==================== gate_sensor_decoder
gate_sensor_decoder/met2.png
Scale: 8 px per um.
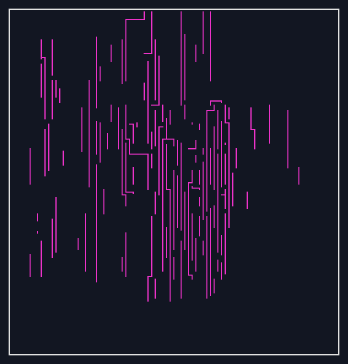

**src/rtl/gate_pkg.sv**
```systemverilog
// Shared encodings for the parking-gate sensor decoder: FSM states and sensor-pair codes.
package gate_pkg;

  typedef enum logic [2:0] {
    IDLE  = 3'd0,
    EN1   = 3'd1,
    EN2   = 3'd2,
    EN3   = 3'd3,
    EX1   = 3'd4,
    EX2   = 3'd5,
    EX3   = 3'd6,
    FAULT = 3'd7
  } state_e;

  // Sensor pair {outer, inner}, 1 = beam blocked
  localparam logic [1:0] AB_CLEAR = 2'b00;
  localparam logic [1:0] AB_OUTER = 2'b10;
  localparam logic [1:0] AB_BOTH  = 2'b11;
  localparam logic [1:0] AB_INNER = 2'b01;

endpackage

```
**src/rtl/sensor_sync.sv**
```systemverilog
// Per-sensor synchronizer; with GATE_DEBOUNCE_EN defined a stability filter follows it.
module sensor_sync #(
  parameter int SYNC_STAGES     = 2,
  parameter int DEBOUNCE_CYCLES = 4
) (
  input  logic clk,
  input  logic reset,
  input  logic din,
  output logic dout
);

  if (SYNC_STAGES < 2 || DEBOUNCE_CYCLES < 1) begin : g_bad_cfg
    $error("sensor_sync: SYNC_STAGES must be >= 2 and DEBOUNCE_CYCLES >= 1");
  end

  logic [SYNC_STAGES-1:0] r_sync;
  logic                   w_sync;

  // Synchronizer shift chain
  always_ff @(posedge clk or negedge reset) begin
    if (!reset) r_sync <= '0;
    else        r_sync <= {r_sync[SYNC_STAGES-2:0], din};
  end

  assign w_sync = r_sync[SYNC_STAGES-1];

`ifdef GATE_DEBOUNCE_EN
  localparam int CW = $clog2(DEBOUNCE_CYCLES + 1);
  localparam logic [CW-1:0] CNT_LAST = CW'(DEBOUNCE_CYCLES - 1);

  logic [CW-1:0] r_cnt;
  logic          r_filt;

  // Filter only follows a value that has differed for DEBOUNCE_CYCLES cycles in a row
  always_ff @(posedge clk or negedge reset) begin
    if (!reset) begin
      r_cnt  <= '0;
      r_filt <= 1'b0;
    end else if (w_sync != r_filt) begin
      if (r_cnt == CNT_LAST) begin
        r_cnt  <= '0;
        r_filt <= w_sync;
      end else begin
        r_cnt  <= r_cnt + CW'(1);
      end
    end else begin
      r_cnt <= '0;
    end
  end

  assign dout = r_filt;
`else
  assign dout = w_sync;
`endif

endmodule

```
**src/rtl/gate_sensor_decoder.sv**
```systemverilog
// Parking-gate decoder: turns outer/inner photo-sensor passes into up/down count pulses.
// Optional input debouncing is enabled by defining GATE_DEBOUNCE_EN.
module gate_sensor_decoder
  import gate_pkg::*;
#(
  parameter int SYNC_STAGES     = 2,
  parameter int DEBOUNCE_CYCLES = 4
) (
  input  logic clk,
  input  logic reset,
  input  logic a,
  input  logic b,
  output logic up,
  output logic down,
  output logic busy,
  output logic fault
);

  logic       w_sa;
  logic       w_sb;
  logic [1:0] w_ab;
  state_e     r_state;
  state_e     w_next;
  logic       w_up;
  logic       w_down;
  logic       r_up;
  logic       r_down;
  logic       r_busy;
  logic       r_fault;

  sensor_sync #(.SYNC_STAGES(SYNC_STAGES), .DEBOUNCE_CYCLES(DEBOUNCE_CYCLES)) u_sync_a (
    .clk(clk), .reset(reset), .din(a), .dout(w_sa)
  );

  sensor_sync #(.SYNC_STAGES(SYNC_STAGES), .DEBOUNCE_CYCLES(DEBOUNCE_CYCLES)) u_sync_b (
    .clk(clk), .reset(reset), .din(b), .dout(w_sb)
  );

  assign w_ab = {w_sa, w_sb};

  // Next-state and pulse decode; unlisted sensor pairs hold the state
  always_comb begin
    w_next = r_state;
    w_up   = 1'b0;
    w_down = 1'b0;
    case (r_state)
      IDLE: begin
        case (w_ab)
          AB_OUTER: w_next = EN1;
          AB_INNER: w_next = EX1;
          AB_BOTH:  w_next = FAULT;
          default:  w_next = IDLE;
        endcase
      end
      EN1: begin
        case (w_ab)
          AB_BOTH:  w_next = EN2;
          AB_CLEAR: w_next = IDLE;
          AB_INNER: w_next = FAULT;
          default:  w_next = EN1;
        endcase
      end
      EN2: begin
        case (w_ab)
          AB_INNER: w_next = EN3;
          AB_OUTER: w_next = EN1;
          AB_CLEAR: w_next = FAULT;
          default:  w_next = EN2;
        endcase
      end
      EN3: begin
        case (w_ab)
          AB_CLEAR: begin
            w_next = IDLE;
            w_up   = 1'b1;
          end
          AB_BOTH:  w_next = EN2;
          AB_OUTER: w_next = FAULT;
          default:  w_next = EN3;
        endcase
      end
      EX1: begin
        case (w_ab)
          AB_BOTH:  w_next = EX2;
          AB_CLEAR: w_next = IDLE;
          AB_OUTER: w_next = FAULT;
          default:  w_next = EX1;
        endcase
      end
      EX2: begin
        case (w_ab)
          AB_OUTER: w_next = EX3;
          AB_INNER: w_next = EX1;
          AB_CLEAR: w_next = FAULT;
          default:  w_next = EX2;
        endcase
      end
      EX3: begin
        case (w_ab)
          AB_CLEAR: begin
            w_next = IDLE;
            w_down = 1'b1;
          end
          AB_BOTH:  w_next = EX2;
          AB_INNER: w_next = FAULT;
          default:  w_next = EX3;
        endcase
      end
      FAULT: begin
        if (w_ab == AB_CLEAR) w_next = IDLE;
        else                  w_next = FAULT;
      end
      default: w_next = FAULT;
    endcase
  end

  // State and outputs share one edge so pulses and flags line up with the state change
  always_ff @(posedge clk or negedge reset) begin
    if (!reset) begin
      r_state <= IDLE;
      r_up    <= 1'b0;
      r_down  <= 1'b0;
      r_busy  <= 1'b0;
      r_fault <= 1'b0;
    end else begin
      r_state <= w_next;
      r_up    <= w_up;
      r_down  <= w_down;
      r_busy  <= (w_next != IDLE);
      r_fault <= (w_next == FAULT);
    end
  end

  assign up    = r_up;
  assign down  = r_down;
  assign busy  = r_busy;
  assign fault = r_fault;

endmodule

```
**config.mk**
```make
export PLATFORM = sky130hd
export DESIGN_NAME = gate_sensor_decoder
export DESIGN_NICKNAME = d
export VERILOG_FILES = /design/src/rtl/gate_pkg.sv /design/src/rtl/sensor_sync.sv /design/src/rtl/gate_sensor_decoder.sv
export SDC_FILE = /design/constraint.sdc
export NUM_CORES = 1
export LEC_CHECK = 0
export ABC_AREA = 1
export ABC_CLOCK_PERIOD_IN_PS = 2580
export CORE_AREA = 2 2 39 41
export DETAILED_ROUTE_END_ITERATION = 12
export DIE_AREA = 0 0 41 43
export PLACE_DENSITY = 0.8
export RECOVER_POWER = 25
export SLEW_MARGIN = 10
export SYNTH_ARGS = -nofsm -noshare
export SYNTH_HDL_FRONTEND = slang
export SYNTH_SLANG_ARGS = --single-unit
```
**constraint.sdc**
```tcl
create_clock -name clk -period 2.58 [get_ports clk]
set_input_delay 0.387 -clock clk [delete_from_list [all_inputs] [get_ports clk]]
set_output_delay 0.387 -clock clk [all_outputs]
set_load 0.005 [all_outputs]
```
==================== int_dispatch_flat
--- src/rtl/cpu_pkg.sv ---
// Shared CPU definitions: interrupt dispatch states, default vector layout
// and the interrupt source index names.
package cpu_pkg;

  typedef enum logic [2:0] {
    IDLE,
    ACK,
    PUSH_HI,
    PUSH_LO,
    JUMP
  } int_state_t;

  localparam logic [15:0] VEC_BASE_DEF   = 16'h0040;
  localparam int          VEC_STRIDE_DEF = 8;

  localparam int VBLANK = 0;
  localparam int LCD    = 1;
  localparam int TIMER  = 2;
  localparam int SERIAL = 3;
  localparam int JOYPAD = 4;

endpackage

--- src/rtl/int_dispatch_if.sv ---
// Stack write port between the interrupt dispatcher and memory.
// Handshake: the master raises mem_we with mem_addr/mem_wdata and holds all three
// stable until a cycle where mem_rdy=1; the write transfers on that cycle's edge.
interface int_dispatch_if;
  logic        mem_we;
  logic [15:0] mem_addr;
  logic [7:0]  mem_wdata;
  logic        mem_rdy;

  modport master (output mem_we, output mem_addr, output mem_wdata, input mem_rdy);
  modport slave  (input mem_we, input mem_addr, input mem_wdata, output mem_rdy);
endinterface

--- src/rtl/int_dispatch_prio_enc.sv ---
// Lowest-index-first priority encoder over the interrupt request lines.
module prio_enc #(
  parameter int NUM_IRQ = 5,
  parameter int IW      = (NUM_IRQ > 1) ? $clog2(NUM_IRQ) : 1
) (
  input  logic [NUM_IRQ-1:0] req,
  output logic [IW-1:0]      idx,
  output logic               valid
);

  // Scan downwards so the lowest set bit is the last one written.
  always_comb begin
    idx = '0;
    for (int i = NUM_IRQ - 1; i >= 0; i--) begin
      if (req[i]) idx = IW'(i);
    end
  end

  assign valid = |req;

endmodule

--- src/rtl/int_dispatch.sv ---
// Interrupt dispatch unit: owns IME/EI, picks a source at instruction
// boundaries, pushes the return address and jumps to the source's vector.
module int_dispatch
  import cpu_pkg::*;
#(
  parameter int          NUM_IRQ    = 5,
  parameter logic [15:0] VEC_BASE   = VEC_BASE_DEF,
  parameter int          VEC_STRIDE = VEC_STRIDE_DEF
) (
  input  logic               core_clk,
  input  logic               reset,
  input  logic [NUM_IRQ-1:0] irq_req,
  input  logic               instr_boundary,
  input  logic               ime_set,
  input  logic               ime_set_dly,
  input  logic               ime_clr,
  input  logic [15:0]        pc_in,
  input  logic [15:0]        sp_in,
  int_dispatch_if.master     mem,
  output logic               ime,
  output logic               busy,
  output logic [NUM_IRQ-1:0] irq_clr,
  output logic               pc_load,
  output logic [15:0]        pc_vec,
  output logic               sp_load,
  output logic [15:0]        sp_new,
  output logic               wake,
  output int_state_t         state_dbg
);

  localparam int IW = (NUM_IRQ > 1) ? $clog2(NUM_IRQ) : 1;

  int_state_t    state_q, state_d;
  logic [IW-1:0] idx_q, enc_idx;
  logic          enc_valid;
  logic [15:0]   ret_q, sp0_q;
  logic          ime_q, ei_pend_q;
  logic          dispatch;

  prio_enc #(.NUM_IRQ(NUM_IRQ), .IW(IW)) u_prio_enc (
    .req   (irq_req),
    .idx   (enc_idx),
    .valid (enc_valid)
  );

  // An EI boundary sees ime_q=0, so it can never start a dispatch itself.
  assign dispatch = (state_q == IDLE) && instr_boundary && ime_q && enc_valid;

  always_ff @(posedge core_clk or posedge reset) begin
    if (reset) begin
      state_q   <= IDLE;
      idx_q     <= '0;
      ret_q     <= '0;
      sp0_q     <= '0;
      ime_q     <= 1'b0;
      ei_pend_q <= 1'b0;
    end else begin
      state_q <= state_d;
      if (dispatch) begin
        idx_q <= enc_idx;
        ret_q <= pc_in;
        sp0_q <= sp_in;
      end
      if (ime_clr)                           ime_q <= 1'b0;
      else if (ime_set)                      ime_q <= 1'b1;
      else if (dispatch)                     ime_q <= 1'b0;
      else if (instr_boundary && ei_pend_q)  ime_q <= 1'b1;
      if (ime_clr)             ei_pend_q <= 1'b0;
      else if (ime_set_dly)    ei_pend_q <= 1'b1;
      else if (instr_boundary) ei_pend_q <= 1'b0;
    end
  end

  always_comb begin
    state_d = state_q;
    unique case (state_q)
      IDLE:    if (dispatch) state_d = ACK;
      ACK:     state_d = PUSH_HI;
      PUSH_HI: if (mem.mem_rdy) state_d = PUSH_LO;
      PUSH_LO: if (mem.mem_rdy) state_d = JUMP;
      JUMP:    state_d = IDLE;
      default: state_d = IDLE;
    endcase
  end

  // Outputs decode only registered state, so they are stable for a whole state.
  always_comb begin
    busy          = (state_q != IDLE);
    irq_clr       = '0;
    mem.mem_we    = 1'b0;
    mem.mem_addr  = '0;
    mem.mem_wdata = '0;
    pc_load       = 1'b0;
    pc_vec        = '0;
    sp_load       = 1'b0;
    sp_new        = '0;
    unique case (state_q)
      ACK: irq_clr = NUM_IRQ'(1) << idx_q;
      PUSH_HI: begin
        mem.mem_we    = 1'b1;
        mem.mem_addr  = sp0_q - 16'd1;
        mem.mem_wdata = ret_q[15:8];
      end
      PUSH_LO: begin
        mem.mem_we    = 1'b1;
        mem.mem_addr  = sp0_q - 16'd2;
        mem.mem_wdata = ret_q[7:0];
      end
      JUMP: begin
        pc_load = 1'b1;
        pc_vec  = VEC_BASE + 16'(idx_q) * 16'(VEC_STRIDE);
        sp_load = 1'b1;
        sp_new  = sp0_q - 16'd2;
      end
      default: ;
    endcase
  end

  assign ime       = ime_q;
  assign wake      = |irq_req;
  assign state_dbg = state_q;

endmodule

--- src/flat_wrapper.sv ---
// flat-port wrapper written by rule: the top's interface ports become plain ports
module int_dispatch_flat import cpu_pkg::*;
#(
  parameter int          NUM_IRQ    = 5,
  parameter logic [15:0] VEC_BASE   = VEC_BASE_DEF,
  parameter int          VEC_STRIDE = VEC_STRIDE_DEF
)
  (core_clk, reset, irq_req, instr_boundary, ime_set, ime_set_dly, ime_clr, pc_in, sp_in, ime, busy, irq_clr, pc_load, pc_vec, sp_load, sp_new, wake, state_dbg, mem_mem_we, mem_mem_addr, mem_mem_wdata, mem_mem_rdy);
  int_dispatch_if mem_i ();
  input  logic core_clk;
  input  logic reset;
  input  logic [NUM_IRQ-1:0] irq_req;
  input  logic instr_boundary;
  input  logic ime_set;
  input  logic ime_set_dly;
  input  logic ime_clr;
  input  logic [15:0] pc_in;
  input  logic [15:0] sp_in;
  output logic ime;
  output logic busy;
  output logic [NUM_IRQ-1:0] irq_clr;
  output logic pc_load;
  output logic [15:0] pc_vec;
  output logic sp_load;
  output logic [15:0] sp_new;
  output logic wake;
  output int_state_t state_dbg;
  output wire logic [$bits(mem_i.mem_we)-1:0] mem_mem_we;
  output wire logic [$bits(mem_i.mem_addr)-1:0] mem_mem_addr;
  output wire logic [$bits(mem_i.mem_wdata)-1:0] mem_mem_wdata;
  input wire logic [$bits(mem_i.mem_rdy)-1:0] mem_mem_rdy;
  assign mem_mem_we = mem_i.mem_we;
  assign mem_mem_addr = mem_i.mem_addr;
  assign mem_mem_wdata = mem_i.mem_wdata;
  assign mem_i.mem_rdy = mem_mem_rdy;
  int_dispatch #(.NUM_IRQ(NUM_IRQ), .VEC_BASE(VEC_BASE), .VEC_STRIDE(VEC_STRIDE)) u_core (.core_clk(core_clk), .reset(reset), .irq_req(irq_req), .instr_boundary(instr_boundary), .ime_set(ime_set), .ime_set_dly(ime_set_dly), .ime_clr(ime_clr), .pc_in(pc_in), .sp_in(sp_in), .mem(mem_i), .ime(ime), .busy(busy), .irq_clr(irq_clr), .pc_load(pc_load), .pc_vec(pc_vec), .sp_load(sp_load), .sp_new(sp_new), .wake(wake), .state_dbg(state_dbg));
endmodule
--- config.mk ---
export PLATFORM = sky130hd
export DESIGN_NAME = int_dispatch_flat
export DESIGN_NICKNAME = d
export VERILOG_FILES = /design/src/rtl/cpu_pkg.sv /design/src/rtl/int_dispatch_if.sv /design/src/rtl/int_dispatch_prio_enc.sv /design/src/rtl/int_dispatch.sv /design/src/flat_wrapper.sv
export SDC_FILE = /design/constraint.sdc
export NUM_CORES = 1
export LEC_CHECK = 0
export CAP_MARGIN = 5
export CELL_PAD_IN_SITES_DETAIL_PLACEMENT = 1
export CELL_PAD_IN_SITES_GLOBAL_PLACEMENT = 1
export CORE_UTILIZATION = 25
export CTS_BUF_LIST = sky130_fd_sc_hd__clkbuf_16
export DETAILED_ROUTE_END_ITERATION = 6
export GPL_TIMING_DRIVEN = 0
export PLACE_DENSITY = 0.66
export SLEW_MARGIN = 30
export SYNTH_ARGS = -nofsm -noshare
export SYNTH_HDL_FRONTEND = slang
export SYNTH_SLANG_ARGS = --single-unit
--- constraint.sdc ---
create_clock -name core_clk -period 7.2 [get_ports core_clk]
set_input_delay 1.44 -clock core_clk [delete_from_list [all_inputs] [get_ports core_clk]]
set_output_delay 1.44 -clock core_clk [all_outputs]
set_load 0.01 [all_outputs]

## Gallery

Clock nets.
Plate I
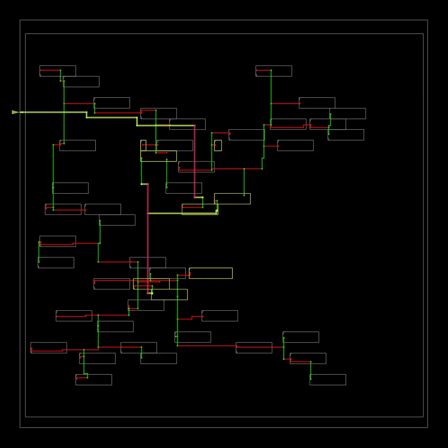
Plate II
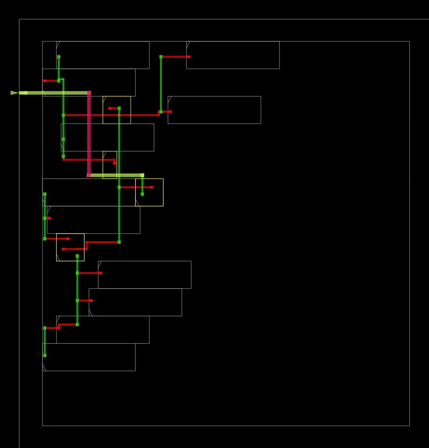
Of these, most sequential cells: Plate I
| from | picture |
|---|---|
| gate_sensor_decoder | Plate II |
| int_dispatch_flat | Plate I |

int_dispatch_flat/density.png
Scale: 4 px per um. 10 x 10 tiles, from black (low) to pale yellow (high), 0 to 100% covered.
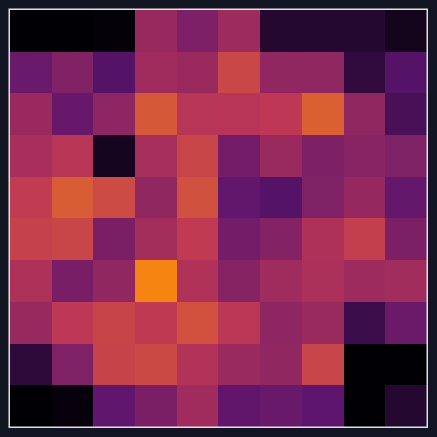
- fullest tile: 73%
- nearly empty tiles: 8.0%
- mean over tiles: 36%
placeable core region: 9950 um2
Final Util: 40.4%
FP Util: 26.2%

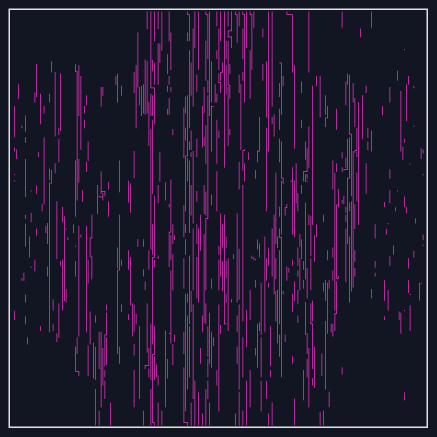
int_dispatch_flat/met2.png
Scale: 4 px per um.
- share of all routed wire: 49%
- nets with wire on the layer: 386
- longest straight run: 38.9 um
- wire length on this layer: 3900 um
vias: 2431
met2 routing resource usage after global routing: 27.4%

==> results.txt, int_dispatch_flat <==
# clock sinks - 40
Worst-Skew Late Latency - 280 ps
crit path DRT - 5760 ps
Hold EP - u_core.ret_q[9]$_DFFE_PP0P_
NetSw - 0.604 mW
post-route cell area - 4020 um2
CTS tree - yes
area share, top type - 38.4%
root buffer cell - clkbuf_16
outcome - completed
antenna cells - 0
Synth area leaders - dfrtp_1, mux2_2, nor2_1
Setup crit start kind - register
highest routed layer - met4
relative slew slack - 54.0%
Final min period - 4840 ps
CP endpoint kind - output port
PwrDens - 382 nW/um2
==> int_dispatch_flat: registers in the layout (all words and copies together) (netlist names) <==
| signal | count |
|---|---|
| u_core.ei_pend_q | 1 |
| u_core.state_dbg | 3 |
| u_core.idx_q | 3 |
| u_core.ret_q | 16 |
| u_core.ime | 1 |
| u_core.sp0_q | 16 |
==> int_dispatch_flat: routing by layer <==
layer  vias up  track usage, %
li1       1204               -
met4         0            2.76
met3         5            3.32
met5         -               0
met2        67            27.4
met1      1155            18.8
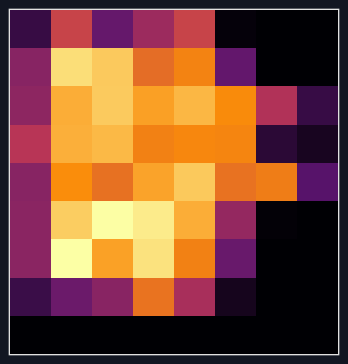
gate_sensor_decoder/density.png
Scale: 8 px per um. 8 x 9 tiles, from black (low) to pale yellow (high), 0 to 100% covered.
- fullest tile: 100%
- densest ninth of the die: centre
- emptiest ninth of the die: lower right
- mean over tiles: 43%
- nearly empty tiles: 26%
- tiles over 75% full: 25%
Final Util: 56.3%
placeable core region: 1380 um2
FP Util: 49.3%

## Picture notes: gate_sensor_decoder/met2.png
- longest straight run: 16.5 um
- nets with wire on the layer: 77
WL final: 1150 um
met2 routing resource usage after global routing: 26.6%

==> results.txt, gate_sensor_decoder <==
Reg2Reg Depth - 7
Final period util - 62.4%
WL met1 - 506 um
Post-Syn Area per Cell - 8.42 um2
Seq/total area - 35.3%
R2R setup slack - 970 ps
Hold EP - u_sync_a.r_sync[1]$_DFF_PN0_
Setup crit start kind - register
Signal inverters - 11
Comb area - 344 um2
CP arrival - 1750 ps
Congestion Overflow GR - 0
critical path buffer and inverter count - 2
Avg WL per Cell - 10.9 um
WP depth - 7
most frequent logic cells in the routed design - nand2_1, nor2_1, dfrtp_1
largest register by flop count - r_state
Hold WS - 353 ps
GR Util met3 - 3.14%
largest net degree at the start of global routing - 12
Storage cell area - 275 um2
reg2reg end - busy$_DFF_PN0_
vias - 535
Syn. warnings - 0
outcome - completed
Top delay family on crit path - simple AND/OR/NAND/NOR gates
[gate_sensor_decoder: power by group]
group	internal [mW]	total, mW	leakage, nW	switching, mW
Sequential	0.216	0.278	0.134	0.0618
Combinational	0.128	0.316	0.258	0.187
Clock	0.0595	0.107	0.0150	0.0477
[gate_sensor_decoder: synthesized netlist by cell type]
master,n
buf_4,1
nor2_2,2
nor2_1,11
nand3b_4,1
o21ai_0,1
buf_6,1
dfrtp_1,11
nand4_1,2
nor3_1,2
nand3_2,1
inv_4,1
nand2_1,17
nand3_1,10
nor2_4,1
ha_1,8
inv_1,9
o21bai_1,1
inv_2,1

==================== alu_issue_flat
alu_issue_flat/registers.png
Scale: 4 px per um.
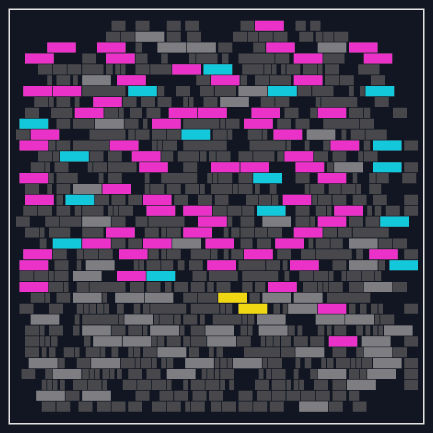

## config.mk

```make
export PLATFORM = sky130hd
export DESIGN_NAME = alu_issue_flat
export DESIGN_NICKNAME = d
export VERILOG_FILES = /design/src/rtl/alu_issue_if.sv /design/src/rtl/alu_issue.sv /design/src/flat_wrapper.sv
export SDC_FILE = /design/constraint.sdc
export NUM_CORES = 1
export LEC_CHECK = 0
export CAP_MARGIN = 20
export CORE_MARGIN = 1
export CORE_UTILIZATION = 57
export DETAILED_ROUTE_END_ITERATION = 10
export PLACE_DENSITY_LB_ADDON = 0.25
export SYNTH_ARGS = -nofsm -noshare
export SYNTH_HDL_FRONTEND = slang
export SYNTH_SLANG_ARGS = --single-unit
```

## constraint.sdc

```tcl
create_clock -name clk -period 3.2 [get_ports clk]
set_clock_uncertainty 0.05 [all_clocks]
set_input_delay 0.32 -clock clk [delete_from_list [all_inputs] [get_ports clk]]
set_output_delay 0.32 -clock clk [all_outputs]
set_load 0.1 [all_outputs]
```

## src/rtl/alu_issue_if.sv

```systemverilog
// Instruction, ALU and result signals of alu_issue, bundled as one bus.
// The slave modport is the issue controller; master is the upstream/ALU side.
interface alu_issue_if #(
  parameter int unsigned WIDTH = 16
);
  logic             instr_valid;
  logic             instr_ready;
  logic             instr_ld;
  logic [1:0]       instr_op;
  logic [1:0]       instr_rd;
  logic [1:0]       instr_rs1;
  logic [1:0]       instr_rs2;
  logic [WIDTH-1:0] instr_imm;
  logic [1:0]       alu_op;
  logic [WIDTH-1:0] alu_i0;
  logic [WIDTH-1:0] alu_i1;
  logic [WIDTH-1:0] alu_o;
  logic             alu_cout;
  logic             res_valid;
  logic [WIDTH-1:0] res_data;
  logic             res_carry;
  logic             carry_flag;

  modport master (
    output instr_valid, instr_ld, instr_op, instr_rd, instr_rs1, instr_rs2, instr_imm,
    output alu_o, alu_cout,
    input  instr_ready, alu_op, alu_i0, alu_i1,
    input  res_valid, res_data, res_carry, carry_flag
  );

  modport slave (
    input  instr_valid, instr_ld, instr_op, instr_rd, instr_rs1, instr_rs2, instr_imm,
    input  alu_o, alu_cout,
    output instr_ready, alu_op, alu_i0, alu_i1,
    output res_valid, res_data, res_carry, carry_flag
  );
endinterface

```

## src/rtl/alu_issue.sv

```systemverilog
// Issue/writeback controller for the 16-bit alu: reads operands from a 4-entry
// register file at accept, writes the ALU result (or immediate) back one cycle later.
module alu_issue #(
  parameter int unsigned WIDTH = 16,
  parameter int unsigned NREG  = 4
) (
  input logic        clk,
  input logic        reset,
  alu_issue_if.slave bus
);
  localparam logic IDLE = 1'b0;
  localparam logic EXEC = 1'b1;

  logic             state;
  logic [WIDTH-1:0] regs [NREG];
  logic [1:0]       rd_q;
  logic             ld_q;
  logic [WIDTH-1:0] imm_q;
  logic             accept;

  always_comb begin
    bus.instr_ready = (state == IDLE) && reset;
    accept          = bus.instr_valid && bus.instr_ready;
  end

  always_ff @(posedge clk) begin
    if (!reset) begin
      state          <= IDLE;
      regs           <= '{default: '0};
      rd_q           <= '0;
      ld_q           <= 1'b0;
      imm_q          <= '0;
      bus.alu_op     <= '0;
      bus.alu_i0     <= '0;
      bus.alu_i1     <= '0;
      bus.res_valid  <= 1'b0;
      bus.res_data   <= '0;
      bus.res_carry  <= 1'b0;
      bus.carry_flag <= 1'b0;
    end else begin
      bus.res_valid <= 1'b0;
      if (state == IDLE) begin
        if (accept) begin
          rd_q       <= bus.instr_rd;
          ld_q       <= bus.instr_ld;
          imm_q      <= bus.instr_imm;
          bus.alu_op <= bus.instr_op;
          bus.alu_i0 <= regs[bus.instr_rs1];
          bus.alu_i1 <= regs[bus.instr_rs2];
          state      <= EXEC;
        end
      end else begin
        // Loads still drove the ALU at accept; its result is simply discarded here.
        if (ld_q) begin
          regs[rd_q]    <= imm_q;
          bus.res_data  <= imm_q;
          bus.res_carry <= 1'b0;
        end else begin
          regs[rd_q]     <= bus.alu_o;
          bus.res_data   <= bus.alu_o;
          bus.res_carry  <= bus.alu_cout;
          bus.carry_flag <= bus.alu_cout;
        end
        bus.res_valid <= 1'b1;
        state         <= IDLE;
      end
    end
  end
endmodule
```

## src/flat_wrapper.sv

```systemverilog
// flat-port wrapper written by rule: the top's interface ports become plain ports
module alu_issue_flat 
#(
  parameter int unsigned WIDTH = 16,
  parameter int unsigned NREG  = 4
)
  (clk, reset, bus_instr_valid, bus_instr_ld, bus_instr_op, bus_instr_rd, bus_instr_rs1, bus_instr_rs2, bus_instr_imm, bus_alu_o, bus_alu_cout, bus_instr_ready, bus_alu_op, bus_alu_i0, bus_alu_i1, bus_res_valid, bus_res_data, bus_res_carry, bus_carry_flag);
  alu_issue_if #(.WIDTH(WIDTH)) bus_i ();
  input logic clk;
  input logic reset;
  input wire logic [$bits(bus_i.instr_valid)-1:0] bus_instr_valid;
  input wire logic [$bits(bus_i.instr_ld)-1:0] bus_instr_ld;
  input wire logic [$bits(bus_i.instr_op)-1:0] bus_instr_op;
  input wire logic [$bits(bus_i.instr_rd)-1:0] bus_instr_rd;
  input wire logic [$bits(bus_i.instr_rs1)-1:0] bus_instr_rs1;
  input wire logic [$bits(bus_i.instr_rs2)-1:0] bus_instr_rs2;
  input wire logic [$bits(bus_i.instr_imm)-1:0] bus_instr_imm;
  input wire logic [$bits(bus_i.alu_o)-1:0] bus_alu_o;
  input wire logic [$bits(bus_i.alu_cout)-1:0] bus_alu_cout;
  output wire logic [$bits(bus_i.instr_ready)-1:0] bus_instr_ready;
  output wire logic [$bits(bus_i.alu_op)-1:0] bus_alu_op;
  output wire logic [$bits(bus_i.alu_i0)-1:0] bus_alu_i0;
  output wire logic [$bits(bus_i.alu_i1)-1:0] bus_alu_i1;
  output wire logic [$bits(bus_i.res_valid)-1:0] bus_res_valid;
  output wire logic [$bits(bus_i.res_data)-1:0] bus_res_data;
  output wire logic [$bits(bus_i.res_carry)-1:0] bus_res_carry;
  output wire logic [$bits(bus_i.carry_flag)-1:0] bus_carry_flag;
  assign bus_i.instr_valid = bus_instr_valid;
  assign bus_i.instr_ld = bus_instr_ld;
  assign bus_i.instr_op = bus_instr_op;
  assign bus_i.instr_rd = bus_instr_rd;
  assign bus_i.instr_rs1 = bus_instr_rs1;
  assign bus_i.instr_rs2 = bus_instr_rs2;
  assign bus_i.instr_imm = bus_instr_imm;
  assign bus_i.alu_o = bus_alu_o;
  assign bus_i.alu_cout = bus_alu_cout;
  assign bus_instr_ready = bus_i.instr_ready;
  assign bus_alu_op = bus_i.alu_op;
  assign bus_alu_i0 = bus_i.alu_i0;
  assign bus_alu_i1 = bus_i.alu_i1;
  assign bus_res_valid = bus_i.res_valid;
  assign bus_res_data = bus_i.res_data;
  assign bus_res_carry = bus_i.res_carry;
  assign bus_carry_flag = bus_i.carry_flag;
  alu_issue #(.WIDTH(WIDTH), .NREG(NREG)) u_core (.clk(clk), .reset(reset), .bus(bus_i));
endmodule
```

==================== hazard_scoreboard_flat
$ cat src/rtl/hazard_scoreboard_pkg.sv
// Shared constants and payload types for the hazard/scoreboard block.
package hazard_scoreboard_pkg;

  localparam int unsigned HS_NREG  = 32;
  localparam int unsigned HS_AW    = 5;
  localparam int unsigned HS_NUNIT = 2;
  localparam int unsigned HS_UIW   = 1;
  localparam int unsigned HS_CNTW  = 32;

  // Forwarding mux selects seen by the EXE-stage operand muxes.
  localparam logic [1:0] FWD_NO      = 2'd0;
  localparam logic [1:0] FWD_ALU_EXE = 2'd1;
  localparam logic [1:0] FWD_ALU_MEM = 2'd2;
  localparam logic [1:0] FWD_MEM     = 2'd3;

  // Long-latency unit ids.
  localparam int unsigned UNIT_MUL = 0;
  localparam int unsigned UNIT_DIV = 1;

  // Per-cycle pipeline control bundle.
  typedef struct packed {
    logic if_en;
    logic id_en;
    logic exe_en;
    logic mem_en;
    logic wb_en;
    logic id_flush;
    logic exe_flush;
    logic long_issue;
  } stage_ctrl_t;

endpackage

$ cat src/rtl/hazard_scoreboard_if.sv
// Decode-side, long-unit and control signals between datapath and hazard unit.
interface hazard_scoreboard_if
  import hazard_scoreboard_pkg::*;
#(
  parameter int unsigned AW    = HS_AW,
  parameter int unsigned NUNIT = HS_NUNIT,
  parameter int unsigned UIW   = HS_UIW,
  parameter int unsigned CNTW  = HS_CNTW
);

  logic                  id_valid;
  logic [AW-1:0]         id_rs;
  logic [AW-1:0]         id_rt;
  logic                  id_use_rs;
  logic                  id_use_rt;
  logic                  id_wen;
  logic [AW-1:0]         id_dest;
  logic                  id_is_load;
  logic                  id_is_long;
  logic [UIW-1:0]        id_unit;
  logic                  id_branch_taken;
  logic [NUNIT-1:0]      unit_busy;
  logic [NUNIT-1:0]      unit_done;
  logic [NUNIT*AW-1:0]   unit_dest;
  logic                  mem_ready;

  logic [1:0]            fwd_a_ctrl;
  logic [1:0]            fwd_b_ctrl;
  logic                  fwd_m;
  logic                  if_en;
  logic                  id_en;
  logic                  exe_en;
  logic                  mem_en;
  logic                  wb_en;
  logic                  id_flush;
  logic                  exe_flush;
  logic                  long_issue;
  logic [CNTW-1:0]       stall_cnt;

  modport master (
    output id_valid, id_rs, id_rt, id_use_rs, id_use_rt, id_wen, id_dest,
           id_is_load, id_is_long, id_unit, id_branch_taken,
           unit_busy, unit_done, unit_dest, mem_ready,
    input  fwd_a_ctrl, fwd_b_ctrl, fwd_m, if_en, id_en, exe_en, mem_en, wb_en,
           id_flush, exe_flush, long_issue, stall_cnt
  );

  modport slave (
    input  id_valid, id_rs, id_rt, id_use_rs, id_use_rt, id_wen, id_dest,
           id_is_load, id_is_long, id_unit, id_branch_taken,
           unit_busy, unit_done, unit_dest, mem_ready,
    output fwd_a_ctrl, fwd_b_ctrl, fwd_m, if_en, id_en, exe_en, mem_en, wb_en,
           id_flush, exe_flush, long_issue, stall_cnt
  );

endinterface

$ cat src/rtl/hazard_scoreboard_sb_regs.sv
// Per-register busy/owner scoreboard for long-latency writebacks.
module hazard_scoreboard_sb_regs #(
  parameter int unsigned NREG  = 32,
  parameter int unsigned AW    = 5,
  parameter int unsigned NUNIT = 2,
  parameter int unsigned UIW   = 1
) (
  input  logic                clk,
  input  logic                rst,
  input  logic                set_en,
  input  logic [AW-1:0]       set_idx,
  input  logic [UIW-1:0]      set_unit,
  input  logic [NUNIT-1:0]    done,
  input  logic [NUNIT*AW-1:0] done_dest,
  output logic [(1<<AW)-1:0]  busy
);

  localparam int unsigned NSLOT = 1 << AW;
  // Registers that may ever be busy: architectural ones except r0.
  localparam logic [NSLOT-1:0] LIVE = NSLOT'(((64'd1 << NREG) - 64'd1) & ~64'd1);

  logic [NSLOT-1:0] busy_q;
  logic [NSLOT-1:0] busy_nxt;
  logic [UIW-1:0]   owner_q [NSLOT];
  logic             set_ok_c;

  assign set_ok_c = set_en && (set_idx != '0);
  assign busy     = busy_q;

  // Owner-matched completions clear first, then a same-cycle issue re-sets.
  always_comb begin
    busy_nxt = busy_q;
    for (int k = 0; k < NUNIT; k++) begin
      if (done[k] && (owner_q[done_dest[k*AW +: AW]] == UIW'(k))) begin
        busy_nxt[done_dest[k*AW +: AW]] = 1'b0;
      end
    end
    if (set_ok_c) begin
      busy_nxt[set_idx] = 1'b1;
    end
    busy_nxt = busy_nxt & LIVE;
  end

  // Busy bits and owning unit per register.
  always_ff @(posedge clk) begin
    if (rst) begin
      busy_q <= '0;
      for (int i = 0; i < NSLOT; i++) begin
        owner_q[i] <= '0;
      end
    end else begin
      busy_q <= busy_nxt;
      if (set_ok_c) begin
        owner_q[set_idx] <= set_unit;
      end
    end
  end

endmodule

$ cat src/rtl/hazard_scoreboard.sv
// Forwarding, stall/flush control and long-unit scoreboard for the 5-stage pipe.
module hazard_scoreboard
  import hazard_scoreboard_pkg::*;
#(
  parameter int unsigned NREG  = HS_NREG,
  parameter int unsigned AW    = HS_AW,
  parameter int unsigned NUNIT = HS_NUNIT,
  parameter int unsigned UIW   = HS_UIW,
  parameter int unsigned CNTW  = HS_CNTW
) (
  input  logic             clk,
  input  logic             rst,
  hazard_scoreboard_if.slave bus
);

  localparam int unsigned NSLOT = 1 << AW;

  // EXE/MEM destination shadow; a store is a non-writing short op reading rt.
  typedef struct packed {
    logic          valid;
    logic          wen;
    logic [AW-1:0] dest;
    logic          is_load;
    logic          is_long;
    logic          use_rt;
    logic [AW-1:0] rt;
  } shadow_t;

  // WB only needs to expose its write for store-data forwarding.
  typedef struct packed {
    logic          valid;
    logic          wen;
    logic [AW-1:0] dest;
  } wb_shadow_t;

  shadow_t          id_sh_c;
  shadow_t          exe_q;
  shadow_t          mem_q;
  wb_shadow_t       wb_q;
  logic [NSLOT-1:0] busy;
  logic             rs_live_c;
  logic             rt_live_c;
  logic             load_use_c;
  logic             raw_busy_c;
  logic             waw_c;
  logic             unit_full_c;
  logic             hazard_c;
  stage_ctrl_t      ctrl_c;
  logic [1:0]       fwd_a_c;
  logic [1:0]       fwd_b_c;
  logic             fwd_m_c;
  logic [CNTW-1:0]  stall_cnt_q;

  function automatic logic [1:0] fwd_sel(input logic [AW-1:0] src, input logic live,
                                         input shadow_t exe, input shadow_t mem);
    logic [1:0] sel;
    sel = FWD_NO;
    if (live) begin
      if (exe.valid && exe.wen && !exe.is_load && (exe.dest == src)) begin
        sel = FWD_ALU_EXE;
      end else if (mem.valid && mem.wen && (mem.dest == src)) begin
        sel = mem.is_load ? FWD_MEM : FWD_ALU_MEM;
      end
    end
    return sel;
  endfunction

  // ID fields as they would enter EXE; long ops write back via the scoreboard.
  always_comb begin
    id_sh_c         = '0;
    id_sh_c.valid   = bus.id_valid;
    id_sh_c.wen     = bus.id_wen && !bus.id_is_long;
    id_sh_c.dest    = bus.id_dest;
    id_sh_c.is_load = bus.id_is_load;
    id_sh_c.is_long = bus.id_is_long;
    id_sh_c.use_rt  = bus.id_use_rt;
    id_sh_c.rt      = bus.id_rt;
  end

  // Hazard detection on the instruction sitting in ID.
  always_comb begin
    rs_live_c   = bus.id_use_rs && (bus.id_rs != '0);
    rt_live_c   = bus.id_use_rt && (bus.id_rt != '0);
    load_use_c  = exe_q.valid && exe_q.wen && exe_q.is_load &&
                  ((rs_live_c && (exe_q.dest == bus.id_rs)) ||
                   (rt_live_c && (exe_q.dest == bus.id_rt)));
    raw_busy_c  = (rs_live_c && busy[bus.id_rs]) || (rt_live_c && busy[bus.id_rt]);
    waw_c       = bus.id_wen && busy[bus.id_dest];
    unit_full_c = bus.id_is_long && bus.unit_busy[bus.id_unit];
    hazard_c    = bus.id_valid && (load_use_c || raw_busy_c || waw_c || unit_full_c);
  end

  // Stage enables/flushes: reset, memory wait, hazard, branch, normal flow.
  always_comb begin
    ctrl_c  = '0;
    fwd_a_c = FWD_NO;
    fwd_b_c = FWD_NO;
    fwd_m_c = 1'b0;
    if (rst) begin
      ctrl_c.id_flush  = 1'b1;
      ctrl_c.exe_flush = 1'b1;
    end else begin
      fwd_a_c = fwd_sel(bus.id_rs, rs_live_c, exe_q, mem_q);
      fwd_b_c = fwd_sel(bus.id_rt, rt_live_c, exe_q, mem_q);
      fwd_m_c = mem_q.valid && !mem_q.wen && !mem_q.is_long && mem_q.use_rt &&
                (mem_q.rt != '0) && wb_q.valid && wb_q.wen && (wb_q.dest == mem_q.rt);
      if (!bus.mem_ready) begin
        ctrl_c = '0;
      end else if (hazard_c) begin
        ctrl_c.exe_en    = 1'b1;
        ctrl_c.mem_en    = 1'b1;
        ctrl_c.wb_en     = 1'b1;
        ctrl_c.exe_flush = 1'b1;
      end else begin
        ctrl_c.if_en      = 1'b1;
        ctrl_c.id_en      = 1'b1;
        ctrl_c.exe_en     = 1'b1;
        ctrl_c.mem_en     = 1'b1;
        ctrl_c.wb_en      = 1'b1;
        ctrl_c.id_flush   = bus.id_branch_taken;
        ctrl_c.long_issue = bus.id_valid && bus.id_is_long;
      end
    end
  end

  // EXE/MEM/WB shadows follow the stage enables; a flush inserts a bubble.
  always_ff @(posedge clk) begin
    if (rst) begin
      exe_q <= '0;
      mem_q <= '0;
      wb_q  <= '0;
    end else begin
      if (ctrl_c.exe_en) begin
        exe_q <= ctrl_c.exe_flush ? '0 : id_sh_c;
      end
      if (ctrl_c.mem_en) begin
        mem_q <= exe_q;
      end
      if (ctrl_c.wb_en) begin
        wb_q.valid <= mem_q.valid;
        wb_q.wen   <= mem_q.wen;
        wb_q.dest  <= mem_q.dest;
      end
    end
  end

  // Saturating count of cycles lost to hazards or memory waits.
  always_ff @(posedge clk) begin
    if (rst) begin
      stall_cnt_q <= '0;
    end else if ((hazard_c || !bus.mem_ready) && (stall_cnt_q != '1)) begin
      stall_cnt_q <= stall_cnt_q + CNTW'(1);
    end
  end

  hazard_scoreboard_sb_regs #(
    .NREG  (NREG),
    .AW    (AW),
    .NUNIT (NUNIT),
    .UIW   (UIW)
  ) u_sb_regs (
    .clk       (clk),
    .rst       (rst),
    .set_en    (ctrl_c.long_issue && bus.id_wen),
    .set_idx   (bus.id_dest),
    .set_unit  (bus.id_unit),
    .done      (bus.unit_done),
    .done_dest (bus.unit_dest),
    .busy      (busy)
  );

  assign bus.fwd_a_ctrl = fwd_a_c;
  assign bus.fwd_b_ctrl = fwd_b_c;
  assign bus.fwd_m      = fwd_m_c;
  assign bus.if_en      = ctrl_c.if_en;
  assign bus.id_en      = ctrl_c.id_en;
  assign bus.exe_en     = ctrl_c.exe_en;
  assign bus.mem_en     = ctrl_c.mem_en;
  assign bus.wb_en      = ctrl_c.wb_en;
  assign bus.id_flush   = ctrl_c.id_flush;
  assign bus.exe_flush  = ctrl_c.exe_flush;
  assign bus.long_issue = ctrl_c.long_issue;
  assign bus.stall_cnt  = stall_cnt_q;

endmodule

$ cat src/flat_wrapper.sv
// flat-port wrapper written by rule: the top's interface ports become plain ports
module hazard_scoreboard_flat import hazard_scoreboard_pkg::*;
#(
  parameter int unsigned NREG  = HS_NREG,
  parameter int unsigned AW    = HS_AW,
  parameter int unsigned NUNIT = HS_NUNIT,
  parameter int unsigned UIW   = HS_UIW,
  parameter int unsigned CNTW  = HS_CNTW
)
  (clk, rst, bus_id_valid, bus_id_rs, bus_id_rt, bus_id_use_rs, bus_id_use_rt, bus_id_wen, bus_id_dest, bus_id_is_load, bus_id_is_long, bus_id_unit, bus_id_branch_taken, bus_unit_busy, bus_unit_done, bus_unit_dest, bus_mem_ready, bus_fwd_a_ctrl, bus_fwd_b_ctrl, bus_fwd_m, bus_if_en, bus_id_en, bus_exe_en, bus_mem_en, bus_wb_en, bus_id_flush, bus_exe_flush, bus_long_issue, bus_stall_cnt);
  hazard_scoreboard_if #(.AW(AW), .NUNIT(NUNIT), .UIW(UIW), .CNTW(CNTW)) bus_i ();
  input  logic clk;
  input  logic rst;
  input wire logic [$bits(bus_i.id_valid)-1:0] bus_id_valid;
  input wire logic [$bits(bus_i.id_rs)-1:0] bus_id_rs;
  input wire logic [$bits(bus_i.id_rt)-1:0] bus_id_rt;
  input wire logic [$bits(bus_i.id_use_rs)-1:0] bus_id_use_rs;
  input wire logic [$bits(bus_i.id_use_rt)-1:0] bus_id_use_rt;
  input wire logic [$bits(bus_i.id_wen)-1:0] bus_id_wen;
  input wire logic [$bits(bus_i.id_dest)-1:0] bus_id_dest;
  input wire logic [$bits(bus_i.id_is_load)-1:0] bus_id_is_load;
  input wire logic [$bits(bus_i.id_is_long)-1:0] bus_id_is_long;
  input wire logic [$bits(bus_i.id_unit)-1:0] bus_id_unit;
  input wire logic [$bits(bus_i.id_branch_taken)-1:0] bus_id_branch_taken;
  input wire logic [$bits(bus_i.unit_busy)-1:0] bus_unit_busy;
  input wire logic [$bits(bus_i.unit_done)-1:0] bus_unit_done;
  input wire logic [$bits(bus_i.unit_dest)-1:0] bus_unit_dest;
  input wire logic [$bits(bus_i.mem_ready)-1:0] bus_mem_ready;
  output wire logic [$bits(bus_i.fwd_a_ctrl)-1:0] bus_fwd_a_ctrl;
  output wire logic [$bits(bus_i.fwd_b_ctrl)-1:0] bus_fwd_b_ctrl;
  output wire logic [$bits(bus_i.fwd_m)-1:0] bus_fwd_m;
  output wire logic [$bits(bus_i.if_en)-1:0] bus_if_en;
  output wire logic [$bits(bus_i.id_en)-1:0] bus_id_en;
  output wire logic [$bits(bus_i.exe_en)-1:0] bus_exe_en;
  output wire logic [$bits(bus_i.mem_en)-1:0] bus_mem_en;
  output wire logic [$bits(bus_i.wb_en)-1:0] bus_wb_en;
  output wire logic [$bits(bus_i.id_flush)-1:0] bus_id_flush;
  output wire logic [$bits(bus_i.exe_flush)-1:0] bus_exe_flush;
  output wire logic [$bits(bus_i.long_issue)-1:0] bus_long_issue;
  output wire logic [$bits(bus_i.stall_cnt)-1:0] bus_stall_cnt;
  assign bus_i.id_valid = bus_id_valid;
  assign bus_i.id_rs = bus_id_rs;
  assign bus_i.id_rt = bus_id_rt;
  assign bus_i.id_use_rs = bus_id_use_rs;
  assign bus_i.id_use_rt = bus_id_use_rt;
  assign bus_i.id_wen = bus_id_wen;
  assign bus_i.id_dest = bus_id_dest;
  assign bus_i.id_is_load = bus_id_is_load;
  assign bus_i.id_is_long = bus_id_is_long;
  assign bus_i.id_unit = bus_id_unit;
  assign bus_i.id_branch_taken = bus_id_branch_taken;
  assign bus_i.unit_busy = bus_unit_busy;
  assign bus_i.unit_done = bus_unit_done;
  assign bus_i.unit_dest = bus_unit_dest;
  assign bus_i.mem_ready = bus_mem_ready;
  assign bus_fwd_a_ctrl = bus_i.fwd_a_ctrl;
  assign bus_fwd_b_ctrl = bus_i.fwd_b_ctrl;
  assign bus_fwd_m = bus_i.fwd_m;
  assign bus_if_en = bus_i.if_en;
  assign bus_id_en = bus_i.id_en;
  assign bus_exe_en = bus_i.exe_en;
  assign bus_mem_en = bus_i.mem_en;
  assign bus_wb_en = bus_i.wb_en;
  assign bus_id_flush = bus_i.id_flush;
  assign bus_exe_flush = bus_i.exe_flush;
  assign bus_long_issue = bus_i.long_issue;
  assign bus_stall_cnt = bus_i.stall_cnt;
  hazard_scoreboard #(.NREG(NREG), .AW(AW), .NUNIT(NUNIT), .UIW(UIW), .CNTW(CNTW)) u_core (.clk(clk), .rst(rst), .bus(bus_i));
endmodule
$ cat config.mk
export PLATFORM = sky130hd
export DESIGN_NAME = hazard_scoreboard_flat
export DESIGN_NICKNAME = d
export VERILOG_FILES = /design/src/rtl/hazard_scoreboard_pkg.sv /design/src/rtl/hazard_scoreboard_if.sv /design/src/rtl/hazard_scoreboard_sb_regs.sv /design/src/rtl/hazard_scoreboard.sv /design/src/flat_wrapper.sv
export SDC_FILE = /design/constraint.sdc
export NUM_CORES = 1
export LEC_CHECK = 0
export ABC_CLOCK_PERIOD_IN_PS = 4910
export CORE_UTILIZATION = 42
export CTS_BUF_LIST = sky130_fd_sc_hd__clkbuf_16
export CTS_CLUSTER_SIZE = 28
export DETAILED_ROUTE_END_ITERATION = 10
export GPL_ROUTABILITY_DRIVEN = 1
export MAX_ROUTING_LAYER = met4
export PLACE_DENSITY_LB_ADDON = 0.05
export SYNTH_ARGS = -nofsm -noshare
export SYNTH_HDL_FRONTEND = slang
export SYNTH_SLANG_ARGS = --single-unit
$ cat constraint.sdc
create_clock -name clk -period 4.91 [get_ports clk]
set_clock_uncertainty 0.15 [all_clocks]
set_input_delay 0.982 -clock clk [delete_from_list [all_inputs] [get_ports clk]]
set_output_delay 0.982 -clock clk [all_outputs]
set_load 0.03 [all_outputs]
==================== apb_req_arbiter
===== src/rtl/apb_req_arbiter.sv =====
// apb_req_arbiter: round-robin front-end that shares one APB master port between
// NoReqs valid/ready requesters, running one IDLE/SETUP/ACCESS transfer at a time.
module apb_req_arbiter #(
   parameter int  NoReqs    = 4,
   parameter int  AddrWidth = 32,
   parameter int  DataWidth = 32,
   localparam int StrbWidth = (DataWidth + 7) / 8,
   localparam int IdxWidth  = (NoReqs > 1) ? $clog2(NoReqs) : 1
) (
   input  logic                           pclk_i,
   input  logic                           preset_ni,
   input  logic [NoReqs-1:0]              req_valid_i,
   output logic [NoReqs-1:0]              req_ready_o,
   input  logic [NoReqs*AddrWidth-1:0]    req_addr_i,
   input  logic [NoReqs-1:0]              req_write_i,
   input  logic [NoReqs*DataWidth-1:0]    req_wdata_i,
   input  logic [NoReqs*StrbWidth-1:0]    req_strb_i,
   output logic [DataWidth-1:0]           rsp_rdata_o,
   output logic                           rsp_slverr_o,
   output logic [AddrWidth-1:0]           paddr_o,
   output logic                           pwrite_o,
   output logic [DataWidth-1:0]           pwdata_o,
   output logic [StrbWidth-1:0]           pstrb_o,
   output logic                           psel_o,
   output logic                           penable_o,
   output logic [2:0]                     pprot_o,
   input  logic                           pready_i,
   input  logic [DataWidth-1:0]           prdata_i,
   input  logic                           pslverr_i
);

   typedef enum logic [1:0] {IDLE, SETUP, ACCESS} state_e;

   state_e                state_q, state_d;
   logic [IdxWidth-1:0]   rr_ptr_q, rr_ptr_d;
   logic [IdxWidth-1:0]   idx_q;
   logic [IdxWidth-1:0]   win_idx, cand;
   logic                  win_found;
   logic [AddrWidth-1:0]  addr_q;
   logic                  write_q;
   logic [DataWidth-1:0]  wdata_q;
   logic [StrbWidth-1:0]  strb_q;
   logic                  psel_q, penable_q;

   logic [AddrWidth-1:0]  req_addr  [NoReqs];
   logic [DataWidth-1:0]  req_wdata [NoReqs];
   logic [StrbWidth-1:0]  req_strb  [NoReqs];

   always_comb begin
      for (int n = 0; n < NoReqs; n++) begin
         req_addr[n]  = req_addr_i[n*AddrWidth +: AddrWidth];
         req_wdata[n] = req_wdata_i[n*DataWidth +: DataWidth];
         req_strb[n]  = req_strb_i[n*StrbWidth +: StrbWidth];
      end
   end

   // Search upward from rr_ptr with wrap-around; first pending requester wins.
   always_comb begin
      // NOTE: every combinational output gets a default first so no path leaves
      // it unassigned, which is what would otherwise infer a latch.
      win_found = 1'b0;
      win_idx   = '0;
      cand      = '0;
      for (int i = 0; i < NoReqs; i++) begin
         cand = IdxWidth'((int'(rr_ptr_q) + i) % NoReqs);
         if (!win_found && req_valid_i[cand]) begin
            win_found = 1'b1;
            win_idx   = cand;
         end
      end
   end

   always_comb begin
      state_d     = state_q;
      rr_ptr_d    = rr_ptr_q;
      req_ready_o = '0;
      unique case (state_q)
         IDLE: begin
            if (win_found) state_d = SETUP;
         end
         SETUP: begin
            state_d = ACCESS;
         end
         ACCESS: begin
            if (pready_i) begin
               req_ready_o[idx_q] = 1'b1;
               rr_ptr_d = (idx_q == IdxWidth'(NoReqs - 1)) ? '0 : idx_q + 1'b1;
               state_d  = IDLE;
            end
         end
         default: state_d = IDLE;
      endcase
   end

   // NOTE: the latched payload registers are reset as well, because the APB
   // outputs are driven straight from them and must read zero out of reset.
   always_ff @(posedge pclk_i or negedge preset_ni) begin
      if (!preset_ni) begin
         state_q   <= IDLE;
         rr_ptr_q  <= '0;
         idx_q     <= '0;
         addr_q    <= '0;
         write_q   <= 1'b0;
         wdata_q   <= '0;
         strb_q    <= '0;
         psel_q    <= 1'b0;
         penable_q <= 1'b0;
      end else begin
         // NOTE: non-blocking assignments so every flop samples pre-edge values.
         state_q   <= state_d;
         rr_ptr_q  <= rr_ptr_d;
         psel_q    <= (state_d != IDLE);
         penable_q <= (state_d == ACCESS);
         if (state_q == IDLE && win_found) begin
            idx_q   <= win_idx;
            addr_q  <= req_addr[win_idx];
            write_q <= req_write_i[win_idx];
            wdata_q <= req_wdata[win_idx];
            strb_q  <= req_write_i[win_idx] ? req_strb[win_idx] : '0;
         end
      end
   end

   assign paddr_o      = addr_q;
   assign pwrite_o     = write_q;
   assign pwdata_o     = wdata_q;
   assign pstrb_o      = strb_q;
   assign psel_o       = psel_q;
   assign penable_o    = penable_q;
   assign pprot_o      = 3'b000;
   assign rsp_rdata_o  = prdata_i;
   assign rsp_slverr_o = pslverr_i;

   // A requester must hold valid until it sees its ready pulse.
   for (genvar n = 0; n < NoReqs; n++) begin : g_hold_chk
      a_valid_held: assert property (@(posedge pclk_i) disable iff (!preset_ni)
         (req_valid_i[n] && !req_ready_o[n]) |=> req_valid_i[n]);
   end

endmodule


===== config.mk =====
export PLATFORM = sky130hd
export DESIGN_NAME = apb_req_arbiter
export DESIGN_NICKNAME = d
export VERILOG_FILES = /design/src/rtl/apb_req_arbiter.sv
export SDC_FILE = /design/constraint.sdc
export NUM_CORES = 1
export LEC_CHECK = 0
export CORE_AREA = 2 2 165 167
export DETAILED_ROUTE_END_ITERATION = 7
export DIE_AREA = 0 0 167 169
export PLACE_DENSITY = 0.63
export SYNTH_ARGS = -nofsm -noshare
export SYNTH_HDL_FRONTEND = slang
export SYNTH_SLANG_ARGS = --single-unit

===== constraint.sdc =====
create_clock -name pclk_i -period 1.85 [get_ports pclk_i]
set_clock_uncertainty 0.1 [all_clocks]
set_input_delay 0.185 -clock pclk_i [delete_from_list [all_inputs] [get_ports pclk_i]]
set_output_delay 0.185 -clock pclk_i [all_outputs]
set_load 0.01 [all_outputs]

hazard_scoreboard_flat/density.png
Scale: 3 px per um. 14 x 14 tiles, from black (low) to pale yellow (high), 0 to 100% covered.
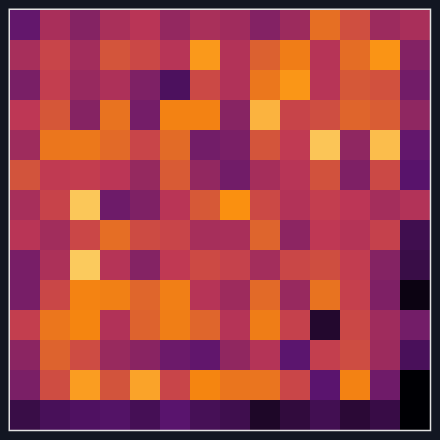
- fullest tile: 89%
- emptiest ninth of the die: lower right
- tiles over 75% full: 5.6%
- nearly empty tiles: 1.0%
- mean over tiles: 48%
placeable core region: 18600 um2
FP Util: 42.8%
Final Util: 51.7%

==> results.txt, hazard_scoreboard_flat <==
area of the die - 19600 um2
Worst Hold Path Cells - 2
Yosys chip area - 7990 um2
Reg2Reg Depth - 8
Avg WL per Cell - 21.8 um
Storage cell area - 2960 um2
Congestion Overflow GR - 0
global-route usage over all layers - 27.7%
area share, top type - 25.1%
drt initial violations - 479
vias - 7379
Comb power frac - 12.2%
outcome - completed
Buffers on Ports - 84
Flops after synth - 132
total CTS buffers - 17
Data buffer area share - 11.7%
Hold WS - 305 ps
CP endpoint kind - output port
comb_multi_in - 658
clock share of power - 46.5%
CP arrival - 3560 ps
==> hazard_scoreboard_flat: per-layer routing <==
layer / share of wire [%] / vias up / GRT usage, % / wire length [um]
li1: - / 3472 / - / -
met1: 46 / 3626 / 36.7 / 12000
met2: 46 / 249 / 42.9 / 12000
met3: 5.5 / 32 / 5.26 / 1430
met4: 1.8 / 0 / 8.10 / 468
met5: 0 / - / - / 0
==> hazard_scoreboard_flat: what timing repair did <==
| action | CTS | global route |
|---|---|---|
| endpoints found under the setup margin | 0 | 4 |
| hold buffers | 0 | 0 |
| gates resized | 0 | 3 |
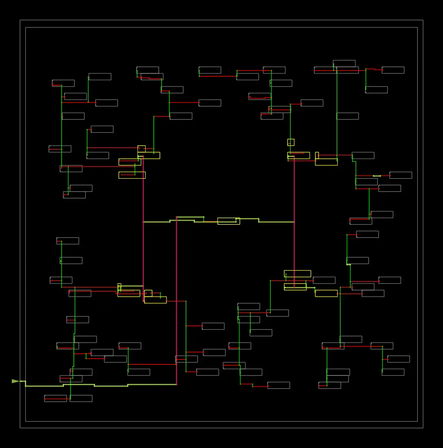
apb_req_arbiter/final_clocks.png
flop count: 77
Worst-Skew Late Latency: 340 ps
clock distribution power: 1.94 mW
clkbuf count: 11

==> results.txt, apb_req_arbiter <==
outcome - finished with violations
failing checks - negative setup slack
Worst R2R Start - rr_ptr_q[1]$_DFFE_PN0P_
mux share - 0.793%
GPL Wtd Cong - 0.854
Congestion Overflow GR - 0
post-route cell area - 10400 um2
cell-internal power - 8.64 mW
met2 routing resource usage after global routing - 25.6%
Setup WS post-layout - -260 ps
comb_multi_in - 459
R2R setup slack - -260 ps
reg2reg end - pwdata_o[28]$_DFFE_PN0P_
drt initial violations - 286
Synth Cell Area - 5370 um2
top cells by count - nand2_1, dfrtp_1, a21o_1
Comb area - 3300 um2
Critical Path Max Stage Delay - 430 ps
# fillers - 2664
final setup TNS - -14700 ps
GR Util met3 - 4.28%
final setup violation count - 69
Via density - 4.84
total CTS buffers - 9
grt peak-use layer - met2
Comb area share - 31.7%
residual DRC count - 0
## apb_req_arbiter: power by group through the flow
stage               registers, mW  clock network, mW  logic, mW
floorplan                    3.36                  0       3.90
global placement             3.08                  0       8.05
detailed placement           3.09                  0       8.11
CTS                          3.08               2.04       8.24
global route                 3.19               2.11       10.2
finish                       3.09               1.94       9.48
## apb_req_arbiter: per-stage QoR
step                power (mW)  util (%)
global placement          11.1      35.4
floorplan                 7.26         -
CTS                       13.4      36.9
detailed placement        11.2      35.4
global route              15.5      39.3
finish                    14.5      39.3
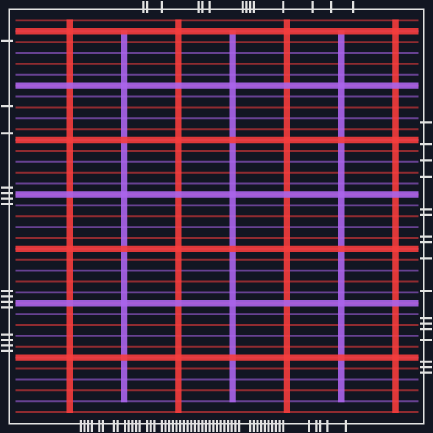
alu_issue_flat/pdn.png
Scale: 4 px per um. Pins as bars on the die edge.
- VSS: red
- VDD: purple
- rows: 36
- met4 straps: 7
- met1 rails: 37
- met5 straps: 7
Peak supply drop: 531 uV
DIE WIDTH: 103 um

Notes on alu_issue_flat/registers.png above:
- u_core.rd_q: yellow (sequential cells 2)
- u_core.bus.alu_i1: cyan (sequential cells 16)
- u_core.regs: magenta (sequential cells 64)
Storage cell area: 2740 um2
Seq/total area: 37.3%
Flop+latch power: 1.82 mW
Final Util: 74.5%

==> results.txt, alu_issue_flat <==
drt initial violations - 296
num rows - 36
crit path DRT - 2830 ps
# fillers - 682
Data buffer area share - 14.1%
Worst R2R Start - u_core.state$_SDFF_PP0_
post-DP HPWL - 9030 um
FP Util - 59.2%
register share after synthesis - 46.9%
final setup violation count - 0
most frequent logic cells in the routed design - dfxtp_1, nand2_1, clkdlybuf4s50_1
Signal inverters - 3
Via density - 5.99
Largest cell class - logic gates
outcome - completed
==> alu_issue_flat: metal layers <==
| metal | track usage (%) | wire length [um] | vias to the layer above |
|---|---|---|---|
| li1 | - | - | 2240 |
| met1 | 34.6 | 6290 | 2347 |
| met2 | 53.2 | 7730 | 135 |
| met3 | 5.91 | 681 | 23 |
| met4 | 12.6 | 263 | 0 |
| met5 | 0 | 0 | - |
==> alu_issue_flat: cells by family (layout without fill, tap and decap cells) <==
group	Yosys count	after routing	share of synthesized area, %
simple gates	188	188	14.8
flops	137	137	46.9
compound gates	115	115	19.6
mux	80	80	13.7
buf+inv	56	139	4.90


==> notes/layouts.md <==
Pictures saved along the way, in no particular order.

Where the registers sit.
shot_01.png
Scale: 8 px per um.
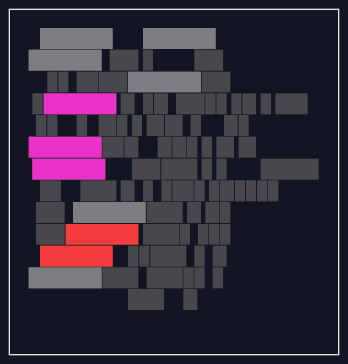
shot_02.png
Scale: 3 px per um.
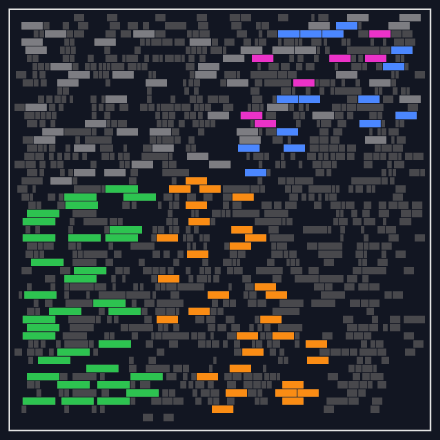
shot_03.png
Scale: 4 px per um.
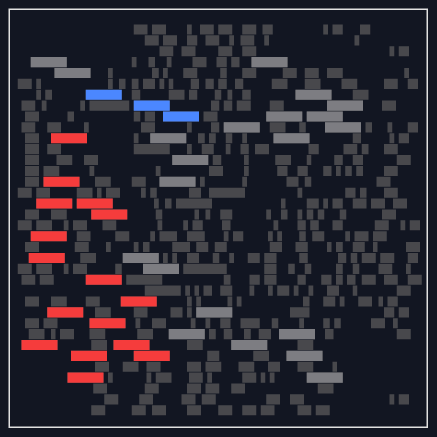
shot_04.png
Scale: 2 px per um.
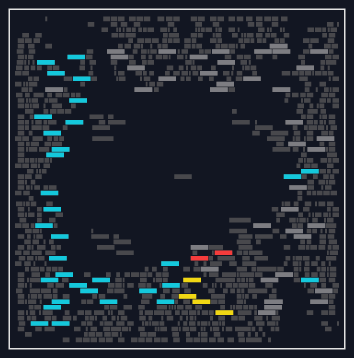
Of these, smallest die: shot_01.png
Of these, fewest sequential cells: shot_01.png
| picture | from |
|---|---|
| shot_01.png | gate_sensor_decoder |
| shot_02.png | hazard_scoreboard_flat |
| shot_03.png | int_dispatch_flat |
| shot_04.png | apb_req_arbiter |

Key to shot_03.png:
- u_core.ret_q: red (sequential cells 16)
- u_core.idx_q: blue (sequential cells 3)


## Gallery

PDN straps and rails.
panel A
Scale: 8 px per um. Pins as bars on the die edge.
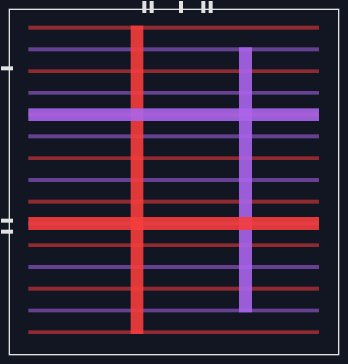
panel B
Scale: 2 px per um. Pins as bars on the die edge.
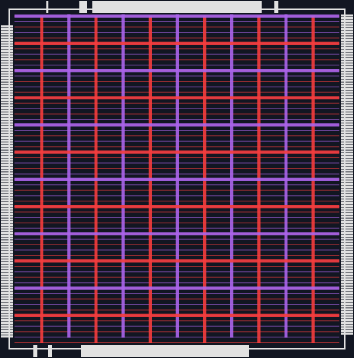
panel C
Scale: 4 px per um. Pins as bars on the die edge.
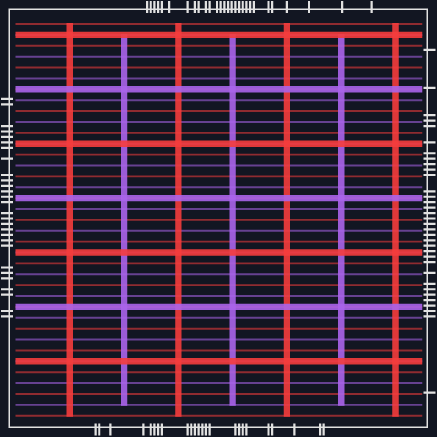
panel D
Scale: 3 px per um. Pins as bars on the die edge.
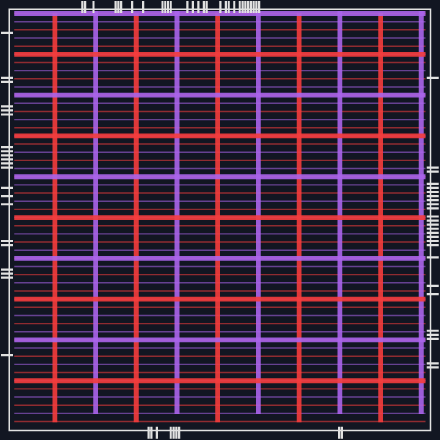
Of these, largest die: panel B
Of these, smallest die: panel A
apb_req_arbiter: panel B
int_dispatch_flat: panel C
hazard_scoreboard_flat: panel D
gate_sensor_decoder: panel A

Key to panel A:
- VDD: purple
- VSS: red
- met1 rails: 15
- signal pins: 8
- met5 straps: 2
- rows: 14

Power figures rest on the tool's default switching activity, not on a simulated workload.
